# hazard_ctrl

Fig. 1: hazard_ctrl, metal 1
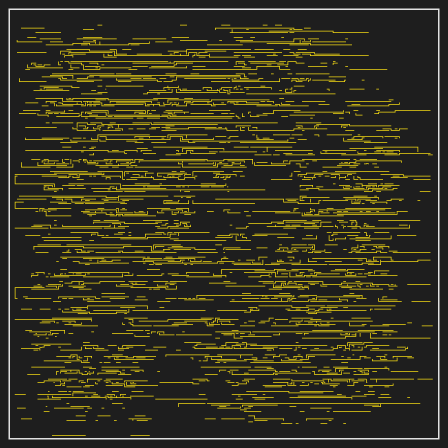

[src/rtl/cpu_types_pkg.sv]
// Shared pipeline types: hazard FSM states and register-field width.
package cpu_types_pkg;

  typedef enum logic [1:0] {
    RUN   = 2'd0,
    DWAIT = 2'd1,
    HALT  = 2'd2
  } hzst_t;

  typedef logic [4:0] regbits_t;

  localparam regbits_t REG_ZERO = 5'd0;

endpackage

[src/rtl/sat_counter.sv]
// Saturating up-counter with asynchronous active-low clear.
module sat_counter #(
  parameter int CNT_W = 32
) (
  input  logic             CLK,
  input  logic             nRST,
  input  logic             inc,
  output logic [CNT_W-1:0] count
);

  logic [CNT_W-1:0] count_q, count_d;

  always_comb begin
    count_d = count_q;
    if (inc && (count_q != '1))
      count_d = count_q + CNT_W'(1);
  end

  always_ff @(posedge CLK or negedge nRST) begin
    if (!nRST) count_q <= '0;
    else       count_q <= count_d;
  end

  assign count = count_q;

endmodule

[src/rtl/hazard_ctrl.sv]
// Stall/flush sequencer for the 5-stage pipe latches and PC,
// with saturating stall and redirect counters.
module hazard_ctrl
  import cpu_types_pkg::*;
#(
  parameter int CNT_W = 32
) (
  input  logic             CLK,
  input  logic             nRST,
  input  logic             ihit,
  input  logic             dhit,
  input  logic             mem_dren,
  input  logic             mem_dwen,
  input  logic             mem_redirect,
  input  logic             mem_halt,
  input  logic             idex_memread,
  input  regbits_t         idex_rd,
  input  regbits_t         ifid_rs,
  input  regbits_t         ifid_rt,
  output logic             pc_en,
  output logic             ifid_en,
  output logic             idex_en,
  output logic             exmem_en,
  output logic             memwb_en,
  output logic             ifid_flush,
  output logic             idex_flush,
  output logic             exmem_flush,
  output logic             halted,
  output logic [CNT_W-1:0] stall_cnt,
  output logic [CNT_W-1:0] flush_cnt
);

  hzst_t state_q, state_d;
  logic  halted_q;
  logic  dreq, dstall, lu;
  logic  redir_fire;
  logic  stall_inc;

  assign dreq   = mem_dren | mem_dwen;
  assign dstall = dreq & ~dhit;
  assign lu     = idex_memread
                & (idex_rd != REG_ZERO)
                & ((idex_rd == ifid_rs) | (idex_rd == ifid_rt));

  always_comb begin
    state_d = state_q;
    case (state_q)
      RUN: begin
        if (mem_halt && !dstall) state_d = HALT;
        else if (dstall)         state_d = DWAIT;
      end
      DWAIT: begin
        if (mem_halt && !dstall) state_d = HALT;
        else if (dhit)           state_d = RUN;
      end
      HALT:    state_d = HALT;
      default: state_d = RUN;
    endcase
  end

  always_ff @(posedge CLK or negedge nRST) begin
    if (!nRST) begin
      state_q  <= RUN;
      halted_q <= 1'b0;
    end else begin
      state_q  <= state_d;
      halted_q <= (state_d == HALT);
    end
  end

  assign halted = halted_q;

  // Highest priority first; a frozen pipe also holds a pending redirect.
  always_comb begin
    pc_en       = 1'b0;
    ifid_en     = 1'b0;
    idex_en     = 1'b0;
    exmem_en    = 1'b0;
    memwb_en    = 1'b0;
    ifid_flush  = 1'b0;
    idex_flush  = 1'b0;
    exmem_flush = 1'b0;
    redir_fire  = 1'b0;
    priority case (1'b1)
      !nRST:             ;
      (state_q == HALT): ;
      dstall:            ;
      mem_redirect: begin
        pc_en       = 1'b1;
        ifid_flush  = 1'b1;
        idex_flush  = 1'b1;
        exmem_flush = 1'b1;
        memwb_en    = 1'b1;
        redir_fire  = 1'b1;
      end
      lu: begin
        idex_flush = 1'b1;
        exmem_en   = 1'b1;
        memwb_en   = 1'b1;
      end
      !ihit: begin
        ifid_flush = 1'b1;
        idex_en    = 1'b1;
        exmem_en   = 1'b1;
        memwb_en   = 1'b1;
      end
      default: begin
        pc_en    = 1'b1;
        ifid_en  = 1'b1;
        idex_en  = 1'b1;
        exmem_en = 1'b1;
        memwb_en = 1'b1;
      end
    endcase
  end

  assign stall_inc = nRST & ~pc_en & (state_q != HALT);

  sat_counter #(.CNT_W(CNT_W)) u_stall_cnt (
    .CLK   (CLK),
    .nRST  (nRST),
    .inc   (stall_inc),
    .count (stall_cnt)
  );

  sat_counter #(.CNT_W(CNT_W)) u_flush_cnt (
    .CLK   (CLK),
    .nRST  (nRST),
    .inc   (redir_fire),
    .count (flush_cnt)
  );

endmodule

[config.mk]
export PLATFORM = sky130hd
export DESIGN_NAME = hazard_ctrl
export DESIGN_NICKNAME = d
export VERILOG_FILES = /design/src/rtl/cpu_types_pkg.sv /design/src/rtl/sat_counter.sv /design/src/rtl/hazard_ctrl.sv
export SDC_FILE = /design/constraint.sdc
export NUM_CORES = 1
export LEC_CHECK = 0
export ABC_AREA = 1
export CAP_MARGIN = 0
export CORE_UTILIZATION = 52
export CTS_CLUSTER_DIAMETER = 100
export DETAILED_ROUTE_END_ITERATION = 7
export GPL_TIMING_DRIVEN = 1
export PLACE_DENSITY = 0.88
export SYNTH_ARGS = -nofsm -noshare
export SYNTH_HDL_FRONTEND = slang
export SYNTH_SLANG_ARGS = --single-unit
[constraint.sdc]
create_clock -name CLK -period 2.3 [get_ports CLK]
set_input_delay 0.46 -clock CLK [delete_from_list [all_inputs] [get_ports CLK]]
set_output_delay 0.46 -clock CLK [all_outputs]
set_load 0.05 [all_outputs]
# wb_commit_unit_flat

`src/rtl/wb_commit_unit_pkg.sv`:
```
// Shared constants, the buffered write-back entry type and the index decoder
// used by the write-back commit unit.
package wb_commit_unit_pkg;

    localparam int DW    = 8;
    localparam int NREG  = 8;
    localparam int AW    = 3;
    localparam int DEPTH = 2;

    typedef struct packed {
        logic [AW-1:0] dest;
        logic [DW-1:0] data;
    } wb_entry_t;

    // Indices beyond the register count decode to no select at all.
    function automatic logic [NREG-1:0] onehot_decode(input logic [AW-1:0] idx);
        logic [NREG-1:0] v;
        v = '0;
        if (int'(idx) < NREG) v[idx] = 1'b1;
        return v;
    endfunction

endpackage

```
`src/rtl/wb_commit_unit_if.sv`:
```
// Upstream request, register-file write and operand read signals of the
// write-back commit unit, bundled with the unit as slave.
interface wb_commit_unit_if;
    import wb_commit_unit_pkg::*;

    logic            in_valid;
    logic            in_ready;
    logic [AW-1:0]   in_dest;
    logic [DW-1:0]   in_data;
    logic [DW-1:0]   wr_data;
    logic [NREG-1:0] wr_select;
    logic [AW-1:0]   rd_sel1;
    logic [AW-1:0]   rd_sel2;
    logic [DW-1:0]   rf_out1;
    logic [DW-1:0]   rf_out2;
    logic [DW-1:0]   op1;
    logic [DW-1:0]   op2;
    logic            idle;

    modport master (
        output in_valid, in_dest, in_data, rd_sel1, rd_sel2, rf_out1, rf_out2,
        input  in_ready, wr_data, wr_select, op1, op2, idle
    );

    modport slave (
        input  in_valid, in_dest, in_data, rd_sel1, rd_sel2, rf_out1, rf_out2,
        output in_ready, wr_data, wr_select, op1, op2, idle
    );

endinterface

```
`src/rtl/wb_fifo.sv`:
```
// Circular buffer of pending write-back entries with wrapping pointers,
// exposing every entry in age order (tap 0 = oldest) for operand forwarding.
module wb_fifo
    import wb_commit_unit_pkg::*;
#(
    parameter int N = DEPTH
) (
    input  logic                   clk,
    input  logic                   reset,
    input  logic                   i_push,
    input  wb_entry_t              i_entry,
    input  logic                   i_pop,
    output wb_entry_t              o_head,
    output logic [$clog2(N+1)-1:0] o_count,
    output logic [N-1:0]           o_tap_v,
    output wb_entry_t              o_tap [N]
);

    localparam int PW = $clog2(N);
    localparam int CW = $clog2(N+1);

    wb_entry_t     r_mem [N];
    logic [PW-1:0] r_wr_ptr;
    logic [PW-1:0] r_rd_ptr;
    logic [CW-1:0] r_count;

    function automatic logic [PW-1:0] ptr_inc(input logic [PW-1:0] p);
        return (p == PW'(N-1)) ? '0 : p + PW'(1);
    endfunction

    always_ff @(posedge clk or negedge reset) begin
        if (!reset) begin
            r_wr_ptr <= '0;
            r_rd_ptr <= '0;
            r_count  <= '0;
        end else begin
            if (i_push) r_wr_ptr <= ptr_inc(r_wr_ptr);
            if (i_pop)  r_rd_ptr <= ptr_inc(r_rd_ptr);
            case ({i_push, i_pop})
                2'b10:   r_count <= r_count + CW'(1);
                2'b01:   r_count <= r_count - CW'(1);
                default: r_count <= r_count;
            endcase
        end
    end

    // Entry storage carries no reset; r_count alone decides what is live.
    always_ff @(posedge clk) begin
        if (i_push) r_mem[r_wr_ptr] <= i_entry;
    end

    assign o_head  = r_mem[r_rd_ptr];
    assign o_count = r_count;

    for (genvar g = 0; g < N; g++) begin : g_tap
        logic [PW-1:0] w_idx;
        assign w_idx      = PW'((int'(r_rd_ptr) + g) % N);
        assign o_tap_v[g] = (int'(r_count) > g);
        assign o_tap[g]   = r_mem[w_idx];
    end

endmodule

```
`src/rtl/wb_commit_unit.sv`:
```
// Write-back stage ahead of the working register file: buffers results, commits
// one per cycle on a falling-edge launched write select, and forwards pending data.
module wb_commit_unit
    import wb_commit_unit_pkg::*;
(
    input logic            clk,
    input logic            reset,
    wb_commit_unit_if.slave bus
);

    localparam int CW = $clog2(DEPTH+1);

    logic [CW-1:0]    w_count;
    logic             w_push;
    logic             w_pop;
    wb_entry_t        w_in_entry;
    wb_entry_t        w_head;
    logic [DEPTH-1:0] w_tap_v;
    wb_entry_t        w_tap [DEPTH];

    logic             r_cm_v;
    logic [AW-1:0]    r_cm_dest;
    logic [DW-1:0]    r_cm_data;
    logic [NREG-1:0]  r_wr_select;
    logic [DW-1:0]    r_wr_data;

    logic [AW-1:0]    w_sel [2];
    logic [DW-1:0]    w_rf  [2];
    logic [DW-1:0]    w_op  [2];

    assign bus.in_ready = (int'(w_count) < DEPTH);
    assign w_push       = bus.in_valid & bus.in_ready;
    // Pop decision uses registered count, so an entry pushed into an empty
    // buffer is only committed on the following edge.
    assign w_pop        = (w_count != '0);
    assign w_in_entry   = {bus.in_dest, bus.in_data};

    wb_fifo #(
        .N (DEPTH)
    ) u_fifo (
        .clk     (clk),
        .reset   (reset),
        .i_push  (w_push),
        .i_entry (w_in_entry),
        .i_pop   (w_pop),
        .o_head  (w_head),
        .o_count (w_count),
        .o_tap_v (w_tap_v),
        .o_tap   (w_tap)
    );

    // Commit stage: rising edge
    always_ff @(posedge clk or negedge reset) begin
        if (!reset) begin
            r_cm_v    <= 1'b0;
            r_cm_dest <= '0;
            r_cm_data <= '0;
        end else begin
            r_cm_v <= w_pop;
            if (w_pop) begin
                r_cm_dest <= w_head.dest;
                r_cm_data <= w_head.data;
            end
        end
    end

    // Drive stage: falling edge, so the select is settled for the whole
    // clk-high phase in which the register file gates it with clk.
    always_ff @(negedge clk or negedge reset) begin
        if (!reset) begin
            r_wr_select <= '0;
            r_wr_data   <= '0;
        end else begin
            r_wr_select <= r_cm_v ? onehot_decode(r_cm_dest) : '0;
            r_wr_data   <= r_cm_data;
        end
    end

    assign bus.wr_select = r_wr_select;
    assign bus.wr_data   = r_wr_data;

    assign w_sel[0] = bus.rd_sel1;
    assign w_sel[1] = bus.rd_sel2;
    assign w_rf[0]  = bus.rf_out1;
    assign w_rf[1]  = bus.rf_out2;

    // Sources applied oldest-first so each later match overrides: register
    // file, drive stage, commit stage, then FIFO entries oldest to newest.
    always_comb begin
        for (int p = 0; p < 2; p++) begin
            w_op[p] = w_rf[p];
            if (r_wr_select[w_sel[p]]) w_op[p] = r_wr_data;
            if (r_cm_v && (r_cm_dest == w_sel[p])) w_op[p] = r_cm_data;
            for (int i = 0; i < DEPTH; i++) begin
                if (w_tap_v[i] && (w_tap[i].dest == w_sel[p])) w_op[p] = w_tap[i].data;
            end
        end
    end

    assign bus.op1  = w_op[0];
    assign bus.op2  = w_op[1];
    assign bus.idle = (w_count == '0) & ~r_cm_v & (r_wr_select == '0);

endmodule
```
`src/flat_wrapper.sv`:
```
// flat-port wrapper written by rule: the top's interface ports become plain ports
module wb_commit_unit_flat import wb_commit_unit_pkg::*;
  (clk, reset, bus_in_valid, bus_in_dest, bus_in_data, bus_rd_sel1, bus_rd_sel2, bus_rf_out1, bus_rf_out2, bus_in_ready, bus_wr_data, bus_wr_select, bus_op1, bus_op2, bus_idle);
  wb_commit_unit_if bus_i ();
  input logic clk;
  input logic reset;
  input wire logic [$bits(bus_i.in_valid)-1:0] bus_in_valid;
  input wire logic [$bits(bus_i.in_dest)-1:0] bus_in_dest;
  input wire logic [$bits(bus_i.in_data)-1:0] bus_in_data;
  input wire logic [$bits(bus_i.rd_sel1)-1:0] bus_rd_sel1;
  input wire logic [$bits(bus_i.rd_sel2)-1:0] bus_rd_sel2;
  input wire logic [$bits(bus_i.rf_out1)-1:0] bus_rf_out1;
  input wire logic [$bits(bus_i.rf_out2)-1:0] bus_rf_out2;
  output wire logic [$bits(bus_i.in_ready)-1:0] bus_in_ready;
  output wire logic [$bits(bus_i.wr_data)-1:0] bus_wr_data;
  output wire logic [$bits(bus_i.wr_select)-1:0] bus_wr_select;
  output wire logic [$bits(bus_i.op1)-1:0] bus_op1;
  output wire logic [$bits(bus_i.op2)-1:0] bus_op2;
  output wire logic [$bits(bus_i.idle)-1:0] bus_idle;
  assign bus_i.in_valid = bus_in_valid;
  assign bus_i.in_dest = bus_in_dest;
  assign bus_i.in_data = bus_in_data;
  assign bus_i.rd_sel1 = bus_rd_sel1;
  assign bus_i.rd_sel2 = bus_rd_sel2;
  assign bus_i.rf_out1 = bus_rf_out1;
  assign bus_i.rf_out2 = bus_rf_out2;
  assign bus_in_ready = bus_i.in_ready;
  assign bus_wr_data = bus_i.wr_data;
  assign bus_wr_select = bus_i.wr_select;
  assign bus_op1 = bus_i.op1;
  assign bus_op2 = bus_i.op2;
  assign bus_idle = bus_i.idle;
  wb_commit_unit u_core (.clk(clk), .reset(reset), .bus(bus_i));
endmodule
```
`config.mk`:
```
export PLATFORM = sky130hd
export DESIGN_NAME = wb_commit_unit_flat
export DESIGN_NICKNAME = d
export VERILOG_FILES = /design/src/rtl/wb_commit_unit_pkg.sv /design/src/rtl/wb_commit_unit_if.sv /design/src/rtl/wb_fifo.sv /design/src/rtl/wb_commit_unit.sv /design/src/flat_wrapper.sv
export SDC_FILE = /design/constraint.sdc
export NUM_CORES = 1
export LEC_CHECK = 0
export CORE_ASPECT_RATIO = 0.5
export CORE_MARGIN = 5
export CORE_UTILIZATION = 45
export CTS_CLUSTER_DIAMETER = 40
export DETAILED_ROUTE_END_ITERATION = 7
export PLACE_DENSITY = 0.76
export SYNTH_ARGS = -nofsm -noshare
export SYNTH_HDL_FRONTEND = slang
export SYNTH_SLANG_ARGS = --single-unit
```
`constraint.sdc`:
```
create_clock -name clk -period 1.9 [get_ports clk]
set_input_delay 0.19 -clock clk [delete_from_list [all_inputs] [get_ports clk]]
set_output_delay 0.19 -clock clk [all_outputs]
set_load 0.1 [all_outputs]
```
# memory_bus_controller

**src/rtl/memory_bus_controller.sv**
```systemverilog
// External memory bus sequencer: 20-bit byte addresses, 16-bit bus, odd word accesses split into two byte cycles.
// Optional wait-state abort enabled by defining BUS_TIMEOUT_EN (limit set by TIMEOUT_CYCLES).
module memory_bus_controller #(
    parameter int unsigned TIMEOUT_CYCLES = 255
) (
    input  logic        clock,
    input  logic        reset,
    input  logic        req_valid,
    output logic        req_ready,
    input  logic        req_write,
    input  logic        req_word,
    input  logic [19:0] req_address,
    input  logic [15:0] req_wdata,
    output logic        resp_valid,
    output logic [15:0] resp_rdata,
    output logic        resp_error,
    output logic [19:0] bus_address,
    output logic [1:0]  bus_byte_enable,
    output logic        bus_read,
    output logic        bus_write,
    output logic [15:0] bus_wdata,
    input  logic [15:0] bus_rdata,
    input  logic        bus_ready
);
    localparam int unsigned ADDR_W = 20;
    localparam int unsigned DATA_W = 16;
    localparam int unsigned BYTE_W = 8;
    localparam int unsigned BE_W   = 2;

    typedef enum logic [1:0] {
        IDLE   = 2'd0,
        CYCLE1 = 2'd1,
        CYCLE2 = 2'd2
    } state_e;

    typedef struct packed {
        logic              write;
        logic              word;
        logic [ADDR_W-1:0] address;
        logic [DATA_W-1:0] wdata;
    } req_t;

    if (TIMEOUT_CYCLES == 0) begin : g_bad_timeout
        $error("TIMEOUT_CYCLES must be at least 1");
    end

    state_e            state_q;
    state_e            state_next;
    req_t              req_in;
    req_t              req_q;
    req_t              req_sel;
    logic              accept;
    logic              split_q;
    logic              timeout_hit;
    logic [BYTE_W-1:0] rdata_lo_q;
    logic [DATA_W-1:0] read_result;

    logic              req_ready_next;
    logic              resp_valid_next;
    logic [DATA_W-1:0] resp_rdata_next;
    logic              resp_error_next;
    logic [ADDR_W-1:0] bus_address_next;
    logic [BE_W-1:0]   bus_byte_enable_next;
    logic              bus_read_next;
    logic              bus_write_next;
    logic [DATA_W-1:0] bus_wdata_next;

    assign req_in  = {req_write, req_word, req_address, req_wdata};
    assign split_q = req_q.word & req_q.address[0];

`ifdef BUS_TIMEOUT_EN
    localparam int unsigned CNT_W = $clog2(TIMEOUT_CYCLES + 1);

    logic [CNT_W-1:0] wait_cnt_q;

    // Counts consecutive not-ready cycles of the bus cycle in flight.
    assign timeout_hit = (state_q != IDLE) && !bus_ready
                         && (wait_cnt_q == CNT_W'(TIMEOUT_CYCLES - 1));

    always_ff @(posedge clock) begin : wait_counter
        if (reset) begin
            wait_cnt_q <= '0;
        end else if ((state_q == IDLE) || bus_ready || timeout_hit) begin
            wait_cnt_q <= '0;
        end else begin
            wait_cnt_q <= wait_cnt_q + CNT_W'(1);
        end
    end
`else
    assign timeout_hit = 1'b0;
`endif

    always_ff @(posedge clock) begin : state_reg
        if (reset) begin
            state_q <= IDLE;
        end else begin
            state_q <= state_next;
        end
    end

    always_comb begin : next_state_comb
        state_next = state_q;
        case (state_q)
            IDLE: begin
                if (req_valid) begin
                    state_next = CYCLE1;
                end
            end
            CYCLE1: begin
                if (timeout_hit) begin
                    state_next = IDLE;
                end else if (bus_ready) begin
                    state_next = split_q ? CYCLE2 : IDLE;
                end
            end
            CYCLE2: begin
                if (timeout_hit || bus_ready) begin
                    state_next = IDLE;
                end
            end
            default: state_next = IDLE;
        endcase
    end

    // Bus drive and response values for the cycle after the coming edge.
    always_comb begin : output_comb
        accept               = (state_q == IDLE) && req_valid;
        req_sel              = accept ? req_in : req_q;
        req_ready_next       = (state_next == IDLE);
        bus_read_next        = 1'b0;
        bus_write_next       = 1'b0;
        bus_address_next     = '0;
        bus_byte_enable_next = '0;
        bus_wdata_next       = '0;
        read_result          = '0;
        resp_valid_next      = 1'b0;
        resp_error_next      = 1'b0;
        resp_rdata_next      = resp_rdata;

        case (state_next)
            CYCLE1: begin
                bus_read_next    = ~req_sel.write;
                bus_write_next   = req_sel.write;
                bus_address_next = req_sel.address;
                // Odd byte and the first half of an odd word both use the odd lane.
                if (req_sel.address[0]) begin
                    bus_byte_enable_next = 2'b10;
                    bus_wdata_next       = {req_sel.wdata[BYTE_W-1:0], {BYTE_W{1'b0}}};
                end else if (req_sel.word) begin
                    bus_byte_enable_next = 2'b11;
                    bus_wdata_next       = req_sel.wdata;
                end else begin
                    bus_byte_enable_next = 2'b01;
                    bus_wdata_next       = {{BYTE_W{1'b0}}, req_sel.wdata[BYTE_W-1:0]};
                end
            end
            CYCLE2: begin
                bus_read_next        = ~req_sel.write;
                bus_write_next       = req_sel.write;
                bus_address_next     = req_sel.address + ADDR_W'(1);
                bus_byte_enable_next = 2'b01;
                bus_wdata_next       = {{BYTE_W{1'b0}}, req_sel.wdata[DATA_W-1:BYTE_W]};
            end
            default: ;
        endcase

        if (state_q == CYCLE2) begin
            read_result = {bus_rdata[BYTE_W-1:0], rdata_lo_q};
        end else if (req_q.address[0]) begin
            read_result = {{BYTE_W{1'b0}}, bus_rdata[DATA_W-1:BYTE_W]};
        end else if (req_q.word) begin
            read_result = bus_rdata;
        end else begin
            read_result = {{BYTE_W{1'b0}}, bus_rdata[BYTE_W-1:0]};
        end

        if ((state_q != IDLE) && (state_next == IDLE)) begin
            resp_valid_next = 1'b1;
            resp_error_next = timeout_hit;
            resp_rdata_next = (timeout_hit || req_q.write) ? '0 : read_result;
        end
    end

    always_ff @(posedge clock) begin : output_reg
        if (reset) begin
            req_ready       <= 1'b1;
            resp_valid      <= 1'b0;
            resp_rdata      <= '0;
            resp_error      <= 1'b0;
            bus_address     <= '0;
            bus_byte_enable <= '0;
            bus_read        <= 1'b0;
            bus_write       <= 1'b0;
            bus_wdata       <= '0;
            req_q           <= '0;
            rdata_lo_q      <= '0;
        end else begin
            req_ready       <= req_ready_next;
            resp_valid      <= resp_valid_next;
            resp_rdata      <= resp_rdata_next;
            resp_error      <= resp_error_next;
            bus_address     <= bus_address_next;
            bus_byte_enable <= bus_byte_enable_next;
            bus_read        <= bus_read_next;
            bus_write       <= bus_write_next;
            bus_wdata       <= bus_wdata_next;
            if (accept) begin
                req_q <= req_in;
            end
            // Low result byte of a split read arrives on the odd lane in the first cycle.
            if ((state_q == CYCLE1) && bus_ready) begin
                rdata_lo_q <= bus_rdata[DATA_W-1:BYTE_W];
            end
        end
    end

endmodule

```
**config.mk**
```make
export PLATFORM = sky130hd
export DESIGN_NAME = memory_bus_controller
export DESIGN_NICKNAME = d
export VERILOG_FILES = /design/src/rtl/memory_bus_controller.sv
export SDC_FILE = /design/constraint.sdc
export NUM_CORES = 1
export LEC_CHECK = 0
export CORE_UTILIZATION = 44
export DETAILED_ROUTE_END_ITERATION = 12
export PLACE_DENSITY_LB_ADDON = 0.12
export SKIP_LAST_GASP = 1
export SLEW_MARGIN = 25
export SYNTH_ARGS = -nofsm -noshare
export SYNTH_HDL_FRONTEND = slang
export SYNTH_SLANG_ARGS = --single-unit
```
**constraint.sdc**
```tcl
create_clock -name clock -period 3.2 [get_ports clock]
set_clock_uncertainty 0.2 [all_clocks]
set_input_delay 0.64 -clock clock [delete_from_list [all_inputs] [get_ports clock]]
set_output_delay 0.64 -clock clock [all_outputs]
set_load 0.02 [all_outputs]
```
# wheel_speed_meter

## src/rtl/wheel_speed_meter_pkg.sv

```systemverilog
// Shared types and default constants for the wheel speed meter.
// The FSM tracks whether a first hall edge has been seen since reset or since the last timeout.
package wheel_speed_meter_pkg;

  typedef enum logic [0:0] {
    IDLE  = 1'b0,
    ARMED = 1'b1
  } state_t;

  localparam int DEF_DEBOUNCE_CYCLES = 50000;
  localparam int DEF_PERIOD_W        = 32;
  localparam int DEF_TIMEOUT_CYCLES  = 100000000;
  localparam int DEF_DIV_SHIFT       = 3;
  localparam int DEF_MIN_DELAY       = 100000;
  localparam int DEF_MAX_DELAY       = 10000000;

endpackage

```

## src/rtl/wheel_speed_meter_debounce.sv

```systemverilog
// Two-flop synchroniser followed by a counter-based debouncer.
// The output level changes only after the synced input has disagreed with it for DEBOUNCE_CYCLES cycles in a row.
module wheel_speed_meter_debounce
  import wheel_speed_meter_pkg::*;
#(
  parameter int DEBOUNCE_CYCLES = DEF_DEBOUNCE_CYCLES
) (
  input  logic clk,
  input  logic rst_n,
  input  logic raw,
  output logic level
);

  localparam int CW = $clog2(DEBOUNCE_CYCLES + 1);

  logic          sync1_r;
  logic          sync2_r;
  logic          level_r;
  logic [CW-1:0] cnt_r;

  // metastability synchroniser for the asynchronous raw input
  always_ff @(posedge clk or negedge rst_n) begin
    if (!rst_n) begin
      sync1_r <= 1'b0;
      sync2_r <= 1'b0;
    end else begin
      sync1_r <= raw;
      sync2_r <= sync1_r;
    end
  end

  // any cycle of agreement restarts the stability count
  always_ff @(posedge clk or negedge rst_n) begin
    if (!rst_n) begin
      level_r <= 1'b0;
      cnt_r   <= '0;
    end else if (sync2_r != level_r) begin
      if (cnt_r == CW'(DEBOUNCE_CYCLES - 1)) begin
        level_r <= sync2_r;
        cnt_r   <= '0;
      end else begin
        cnt_r <= cnt_r + CW'(1);
      end
    end else begin
      cnt_r <= '0;
    end
  end

  assign level = level_r;

endmodule

```

## src/rtl/wheel_speed_meter.sv

```systemverilog
// Measures the interval between debounced hall edges and converts it into a clamped chaser step delay.
// It also flags a stopped wheel on timeout and debounces the mode switch.
module wheel_speed_meter
  import wheel_speed_meter_pkg::*;
#(
  parameter int DEBOUNCE_CYCLES = DEF_DEBOUNCE_CYCLES,
  parameter int PERIOD_W        = DEF_PERIOD_W,
  parameter int TIMEOUT_CYCLES  = DEF_TIMEOUT_CYCLES,
  parameter int DIV_SHIFT       = DEF_DIV_SHIFT,
  parameter int MIN_DELAY       = DEF_MIN_DELAY,
  parameter int MAX_DELAY       = DEF_MAX_DELAY
) (
  input  logic                clk,
  input  logic                rst_n,
  input  logic                hall_in,
  input  logic                switch_in,
  output logic [PERIOD_W-1:0] blink_delay,
  output logic                delay_valid,
  output logic                stopped,
  output logic                switch_db,
  output logic [15:0]         rev_count
);

  localparam logic [PERIOD_W-1:0] TIMEOUT_V = PERIOD_W'(TIMEOUT_CYCLES);
  localparam logic [PERIOD_W-1:0] MIN_V     = PERIOD_W'(MIN_DELAY);
  localparam logic [PERIOD_W-1:0] MAX_V     = PERIOD_W'(MAX_DELAY);

  // the clamp works on the full-width shifted period so long periods cannot alias into range
  function automatic logic [PERIOD_W-1:0] clamp_delay(input logic [PERIOD_W-1:0] period);
    logic [PERIOD_W-1:0] shifted;
    shifted = period >> DIV_SHIFT;
    if (shifted < MIN_V) begin
      clamp_delay = MIN_V;
    end else if (shifted > MAX_V) begin
      clamp_delay = MAX_V;
    end else begin
      clamp_delay = shifted;
    end
  endfunction

  logic                hall_db_s;
  logic                hall_db_d_r;
  logic                event_s;
  state_t              state_r;
  state_t              state_nxt;
  logic [PERIOD_W-1:0] period_cnt_r;
  logic [PERIOD_W-1:0] delay_nxt;
  logic                valid_nxt;
  logic                stopped_nxt;
  logic                rev_inc_s;

  wheel_speed_meter_debounce #(.DEBOUNCE_CYCLES(DEBOUNCE_CYCLES)) u_hall_db (
    .clk   (clk),
    .rst_n (rst_n),
    .raw   (hall_in),
    .level (hall_db_s)
  );

  wheel_speed_meter_debounce #(.DEBOUNCE_CYCLES(DEBOUNCE_CYCLES)) u_switch_db (
    .clk   (clk),
    .rst_n (rst_n),
    .raw   (switch_in),
    .level (switch_db)
  );

  // delayed copy of the debounced hall level for rising-edge detection
  always_ff @(posedge clk or negedge rst_n) begin
    if (!rst_n) begin
      hall_db_d_r <= 1'b0;
    end else begin
      hall_db_d_r <= hall_db_s;
    end
  end

  assign event_s = hall_db_s & ~hall_db_d_r;

  // period counter: loading 1 on the event makes the count at the next event equal to the spacing
  always_ff @(posedge clk or negedge rst_n) begin
    if (!rst_n) begin
      period_cnt_r <= '0;
    end else if (event_s) begin
      period_cnt_r <= PERIOD_W'(1);
    end else if (state_r == ARMED) begin
      if (period_cnt_r < TIMEOUT_V) begin
        period_cnt_r <= period_cnt_r + PERIOD_W'(1);
      end else begin
        period_cnt_r <= period_cnt_r;
      end
    end else begin
      period_cnt_r <= '0;
    end
  end

  // next-state and output decode; an event takes priority over a timeout
  always_comb begin
    state_nxt   = state_r;
    delay_nxt   = blink_delay;
    valid_nxt   = 1'b0;
    stopped_nxt = stopped;
    rev_inc_s   = 1'b0;
    case (state_r)
      IDLE: begin
        if (event_s) begin
          state_nxt   = ARMED;
          stopped_nxt = 1'b0;
          rev_inc_s   = 1'b1;
        end else begin
          state_nxt = IDLE;
        end
      end
      ARMED: begin
        if (event_s) begin
          delay_nxt = clamp_delay(period_cnt_r);
          valid_nxt = 1'b1;
          rev_inc_s = 1'b1;
        end else if (period_cnt_r >= TIMEOUT_V) begin
          state_nxt   = IDLE;
          stopped_nxt = 1'b1;
          delay_nxt   = MAX_V;
          valid_nxt   = 1'b1;
        end else begin
          state_nxt = ARMED;
        end
      end
      default: begin
        state_nxt = IDLE;
      end
    endcase
  end

  // state and registered outputs
  always_ff @(posedge clk or negedge rst_n) begin
    if (!rst_n) begin
      state_r     <= IDLE;
      blink_delay <= MAX_V;
      delay_valid <= 1'b0;
      stopped     <= 1'b1;
      rev_count   <= 16'd0;
    end else begin
      state_r     <= state_nxt;
      blink_delay <= delay_nxt;
      delay_valid <= valid_nxt;
      stopped     <= stopped_nxt;
      if (rev_inc_s) begin
        rev_count <= rev_count + 16'd1;
      end else begin
        rev_count <= rev_count;
      end
    end
  end

endmodule
```

## config.mk

```make
export PLATFORM = sky130hd
export DESIGN_NAME = wheel_speed_meter
export DESIGN_NICKNAME = d
export VERILOG_FILES = /design/src/rtl/wheel_speed_meter_pkg.sv /design/src/rtl/wheel_speed_meter_debounce.sv /design/src/rtl/wheel_speed_meter.sv
export SDC_FILE = /design/constraint.sdc
export NUM_CORES = 1
export LEC_CHECK = 0
export CORE_MARGIN = 2
export CORE_UTILIZATION = 50
export DETAILED_ROUTE_END_ITERATION = 8
export GPL_ROUTABILITY_DRIVEN = 0
export PLACE_DENSITY = 0.68
export RECOVER_POWER = 25
export SLEW_MARGIN = 25
export SYNTH_ARGS = -nofsm -noshare
export SYNTH_HDL_FRONTEND = slang
export SYNTH_SLANG_ARGS = --single-unit
```

## constraint.sdc

```tcl
create_clock -name clk -period 3.85 [get_ports clk]
set_input_delay 0.77 -clock clk [delete_from_list [all_inputs] [get_ports clk]]
set_output_delay 0.77 -clock clk [all_outputs]
set_load 0.005 [all_outputs]
```

Fig. 2: hazard_ctrl, track usage over the die
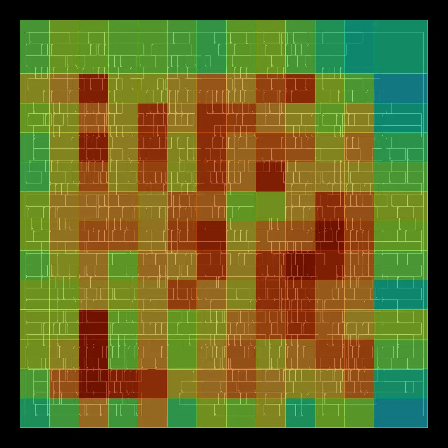
final core occ: 0.714
GRT Total Usage: 0.317
drt wl/cell: 15.7 um

Notes on Fig. 1 above:
main direction: horizontal
nets with wire on the layer: 695
longest straight run: 47.4 um
share of all routed wire: 43%
grt met1 use: 0.424
total wire length: 13,500 um

==> flow_summary.json, hazard_ctrl <==
{
  "status": "completed",
  "nNetsFinal": 775,
  "cap_violations": 0,
  "max_freq_mhz": 446,
  "cts_made_buffers": 9,
  "worstReg2RegEnd": "u_stall_cnt.count[27]$_DFFE_PN0P_",
  "met3_length_um": 865,
  "r2r_setup_slack_ps": 210,
  "xor_area_frac": 0.112,
  "fill_cells": 670,
  "cts_root_buf": "clkbuf_8",
  "use_met3": 0.0526,
  "finalCritPeriodShare": 0.974,
  "core_sq_mm": 0.00834,
  "hold_buffers": 0,
  "crit_cells": 7,
  "via_per_inst": 5.56,
  "place.port_buffers": 96,
  "ctsResizeCount": 20,
  "cp-end-kind": "output pin",
  "period_minus_slack_ps": 2240,
  "area_dominant_class": "combinational gates",
  "grt_overflow_total": 0,
  "ys.flops": 67
}
[hazard_ctrl: sequential cells by signal (all words and copies together), names as in the netlist]
name / cells
state_q: 2
u_stall_cnt.count: 32
halted: 1
u_flush_cnt.count: 32
[hazard_ctrl: metrics by stage]
stage	setup slack, ps	cells
2_1_floorplan	89.0	643
3_3_place_gp	-54.0	843
3_5_place_dp	-136	843
4_1_cts	68.8	859
5_1_grt	-30.3	859
6_report	59.9	859
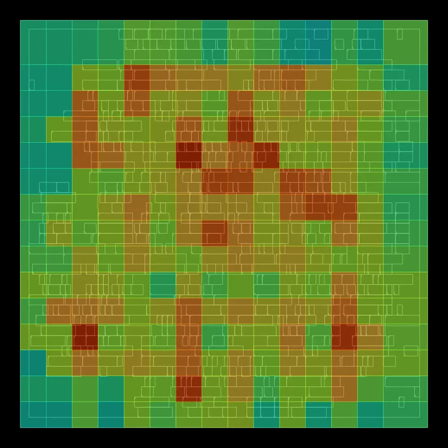
Fig. 3. Track usage over the die (wheel_speed_meter).
grt peak-use layer: met2
GRT Total Usage: 0.208

==> flow_summary.json, wheel_speed_meter <==
{
  "status": "complete, but fails checks",
  "failed_checks": "capacitance limit, slew limit",
  "synth_warnings": 0,
  "path_cells": "or4_4 > or3_4 > or4_1 > a21oi_2 > nor2_1 > a221o_1",
  "drc_errors": 0,
  "syn_inst": 525,
  "seq_cell_count": 119,
  "synth.area.top_cells": "dfrtp_1 (51%), xnor2_1 (7.2%), nor2_1 (4.8%)",
  "slowest_delay_ps": 560,
  "whs_path_depth": 0,
  "min_to": "u_switch_db.sync2_r$_DFF_PN0_",
  "globalRouteMet2Util": 0.337,
  "r2r-start": "period_cnt_r[30]$_DFFE_PN0P_",
  "sh_seq_area": 0.453,
  "met1_usage": 0.267,
  "layout.area.comb_sq_mm": 0.00230,
  "cap_violations": 1,
  "worstReg2RegEnd": "blink_delay[5]$_DFFE_PN0P_",
  "top_area_frac": 0.505,
  "hp-start": "u_switch_db.sync1_r$_DFF_PN0_",
  "critPathLaunchType": "flop",
  "clock_latency_ps": 520,
  "period_minus_slack_ps": 2710,
  "postRouteAntennaNets": 0,
  "slew_viol_final": 50,
  "regMostFlops": "period_cnt_r"
}
[wheel_speed_meter: through the flow]
step | hold slack [ps] | utilization | setup slack (ps)
2_1_floorplan | 331 | - | 1340
4_1_cts | 284 | 0.615 | 1130
6_report | 354 | 0.614 | 1140
5_1_grt | 360 | 0.614 | 641
3_3_place_gp | 335 | 0.563 | 865
3_5_place_dp | 346 | 0.563 | 1160
[wheel_speed_meter: layer usage]
| layer | up-vias | wire [um] |
|---|---|---|
| li1 | 1916 | - |
| met1 | 1943 | 5010 |
| met2 | 80 | 5420 |
| met3 | 11 | 427 |
| met4 | 0 | 144 |
| met5 | - | 0 |
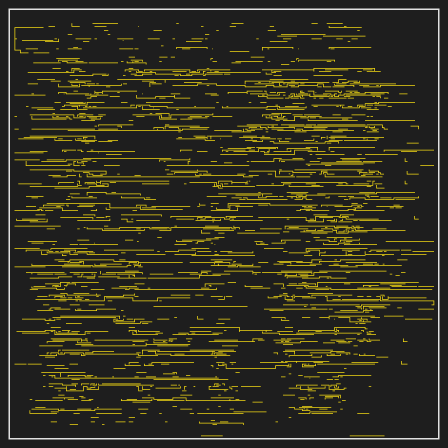
Fig. 4. Metal 1 (memory_bus_controller).
nets with wire on the layer: 634
share of all routed wire: 46%
main direction: horizontal
longest straight run: 39.6 um

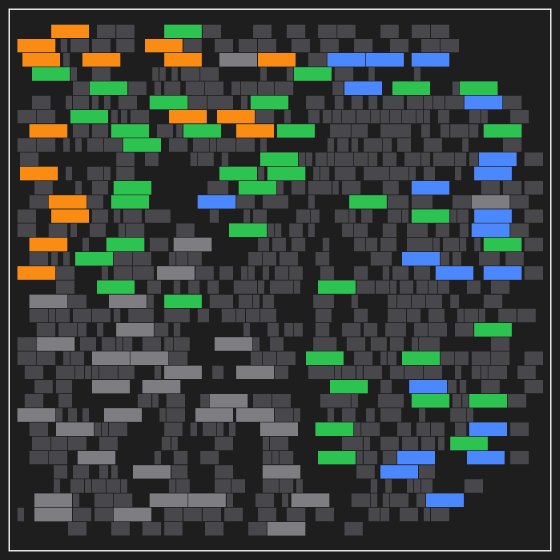
Fig. 5. Sequential cells colored by netlist name (memory_bus_controller).
Other sequential cells in the stronger gray, the rest of the logic in the fainter gray.
[green] req_q | sequential cells: 38
[orange] bus_wdata | sequential cells: 16
[blue] bus_address | sequential cells: 20
not colored: 32
FF/Latch Area: 0.00212 sq mm
final core occ: 0.634
flop share of the area: 0.339

==> flow_summary.json, memory_bus_controller <==
{
  "critical_path.top_delay_family": "simple AND/OR/NAND/NOR gates",
  "io_pins": 117,
  "globalRouteMet2Util": 0.381,
  "layout_top_cell": "clkdlybuf4s50_1",
  "signal_buffers": 161,
  "fin_cells": 768,
  "final_area_sq_mm": 0.00625,
  "grt-busiest-layer": "met2",
  "status": "completed",
  "place_ws_ps": -124,
  "whs_ps": 325,
  "async_flop_share": 0,
  "postRouteAntennaNets": 0,
  "nClkBuffers": 9,
  "openroad.warnings": 28,
  "grt_usage": 0.229,
  "ys.flops": 106,
  "synthTopCellsByCount": "dfxtp_1 (106), nor2_1 (96), mux2i_1 (57)",
  "dr.pass1.iters": 5,
  "slew_viol_final": 0,
  "finalCritPeriodShare": 0.916,
  "synthFlopType": "dfxtp_1",
  "route.met2.wl_um": 5640,
  "yosysUniqueCellTypes": 54,
  "clk_path_buf_depth": 2,
  "cp-end-kind": "flop"
}
memory_bus_controller: registers in the layout, summed over array words and instances (netlist names):
signal / count
bus_address: 20
bus_byte_enable: 2
bus_read: 1
bus_wdata: 16
bus_write: 1
rdata_lo_q: 8
req_q: 38
req_ready: 1
resp_rdata: 16
resp_valid: 1
state_q: 2
memory_bus_controller: kinds of logic after synthesis:
family	after synthesis	synth area share
AND/OR/NAND/NOR	171	0.169
adder cells (fa/ha/maj)	4	0.0111
XOR/XNOR	1	0.00194
other	1	0.000829
buffers and inverters	41	0.0387
multiplexers	66	0.149
AND-OR/OR-AND	101	0.160
flip-flops	106	0.469
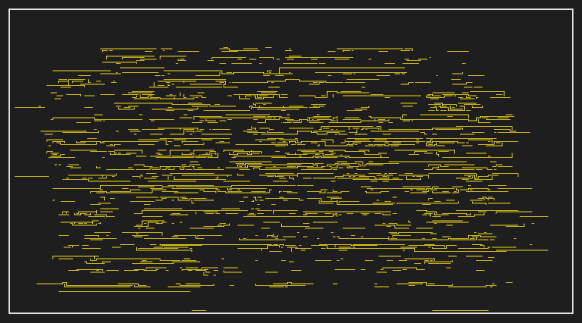
Fig. 6. Metal 1 (wb_commit_unit_flat).
longest straight run: 30.4 um
nets with wire on the layer: 429
wire length on this layer: 3,910 um
Via Count: 3,016
total wire length: 9890 um

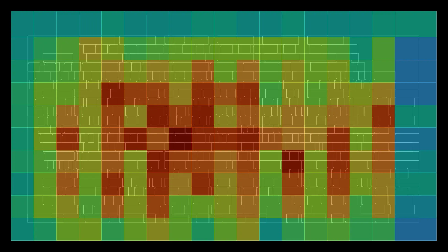
Fig. 7. Track usage over the die (wb_commit_unit_flat).
met2 GRT Util: 0.387
GRT Total Usage: 0.213
grt met3 use: 0.0305

==> flow_summary.json, wb_commit_unit_flat <==
{
  "cts_tree": "yes",
  "worst_slack_ps": -1640,
  "setup_viol": 33,
  "mux_share": 0.122,
  "endpoint": "bus_op1[7]",
  "nClkBuffers": 6,
  "adder_share": 0.0193,
  "synthTopCellsByCount": "a21oi_1 (42), nor2_1 (28), nand2b_1 (24)",
  "required_ps": 1710,
  "met3_length_um": 511,
  "fp_nets": 350,
  "status": "complete, but fails checks",
  "yosysMostFrequentCell": "a21oi_1",
  "final_util": 0.784,
  "clk_path_buf_depth": 2,
  "die_h_um": 70.0,
  "cts_setup_buffers": 5,
  "failed_checks": "setup timing",
  "crit_start": "u_core.bus.wr_select[0]$_DFF_NN0_",
  "place.port_buffers": 69,
  "regMostFlops": "u_core.u_fifo.r_mem",
  "yosys_cells": 309,
  "top_area_cell": "edfxtp_1",
  "yosys.area_share.aoi": 0.179
}

==> notes/layouts.md <==
Pictures saved along the way, in no particular order.

Routed clock nets over the placement.
picture 1
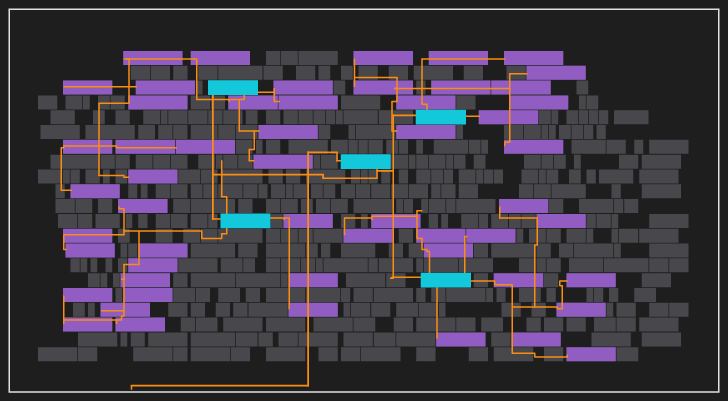
picture 2
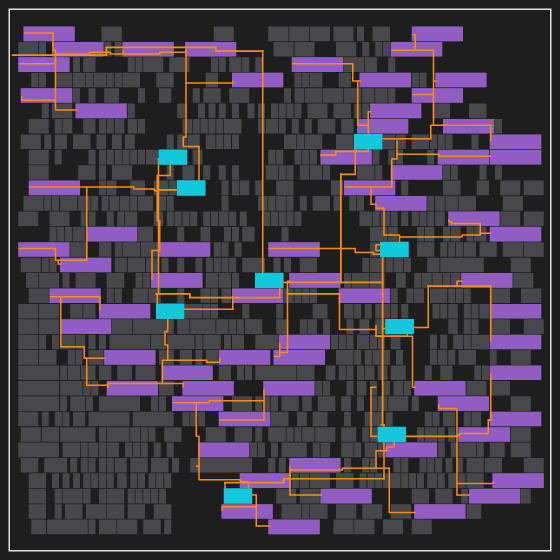
picture 3
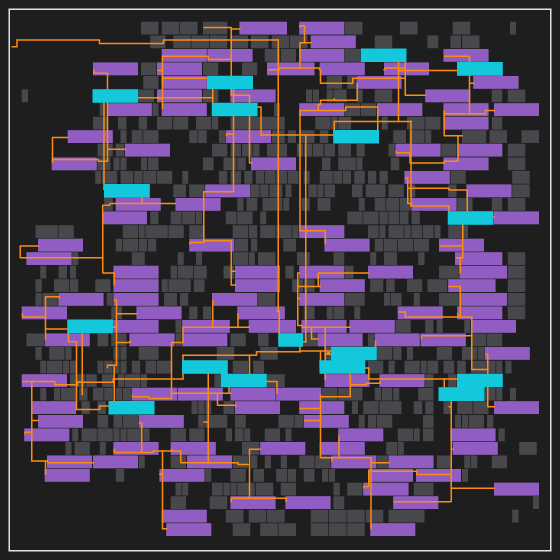
picture 4
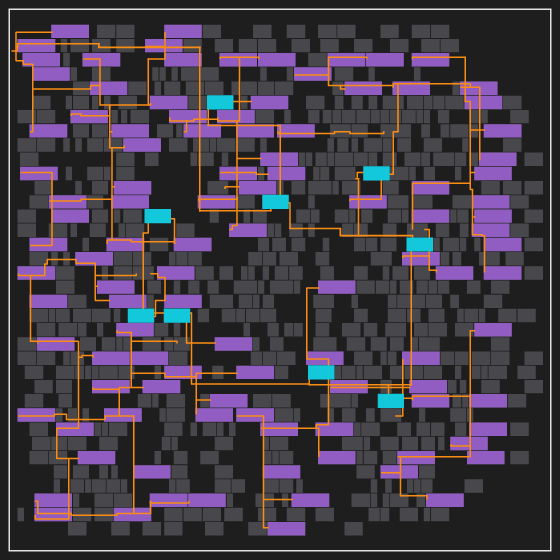
| from | picture |
|---|---|
| wheel_speed_meter | picture 3 |
| wb_commit_unit_flat | picture 1 |
| memory_bus_controller | picture 4 |
| hazard_ctrl | picture 2 |
The one with the fewest sequential cells is picture 1.



## Gallery

Sequential cells colored by netlist name.
Other sequential cells in the stronger gray, the rest of the logic in the fainter gray.
(a)
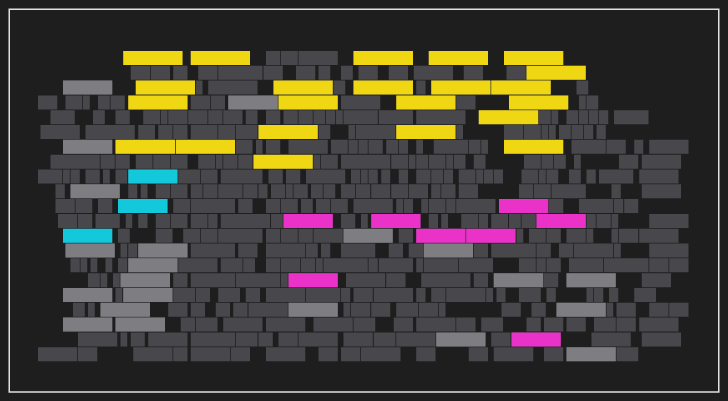
(b)
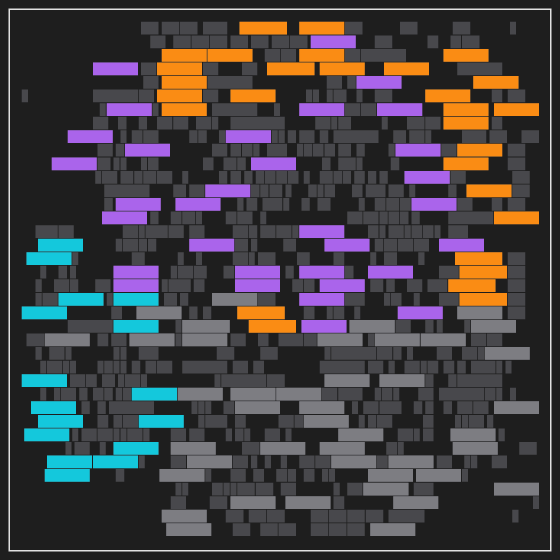
(c)
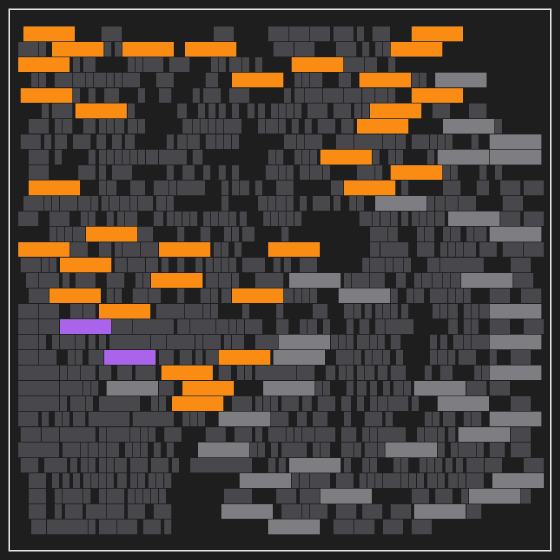
| from | picture |
|---|---|
| wb_commit_unit_flat | (a) |
| hazard_ctrl | (c) |
| wheel_speed_meter | (b) |
The one with the most sequential cells is (b).
The one with the most cells is (c).

Key to (a):
[yellow] u_core.u_fifo.r_mem | sequential cells: 22
[cyan] u_core.r_cm_dest | sequential cells: 3
[magenta] u_core.r_cm_data | sequential cells: 8
not colored: 21


## Gallery

Port wiring.
Plate I
Scale bar: 20 um.
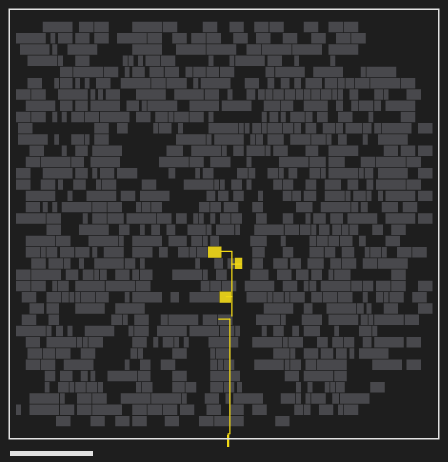
Plate II
Scale bar: 20 um.
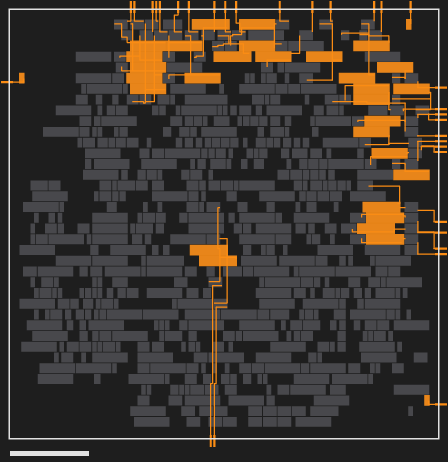
Plate III
Scale bar: 50 um.
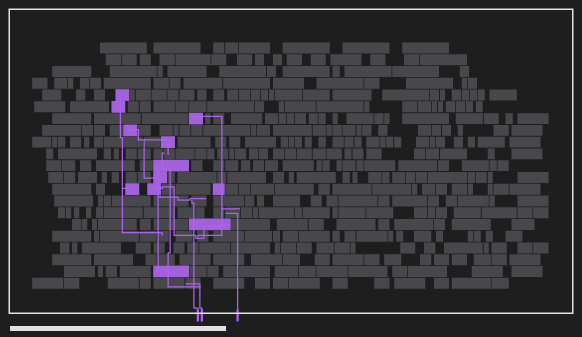
Plate IV
Scale bar: 20 um.
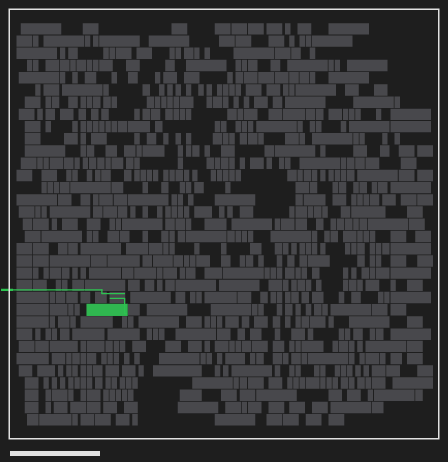
Of these, fewest cells: Plate III
- hazard_ctrl = Plate IV
- memory_bus_controller = Plate I
- wb_commit_unit_flat = Plate III
- wheel_speed_meter = Plate II

Key to Plate II:
[orange] blink_delay | direction: output | end cells: 32 | buffers: 29 | wire: 749 um

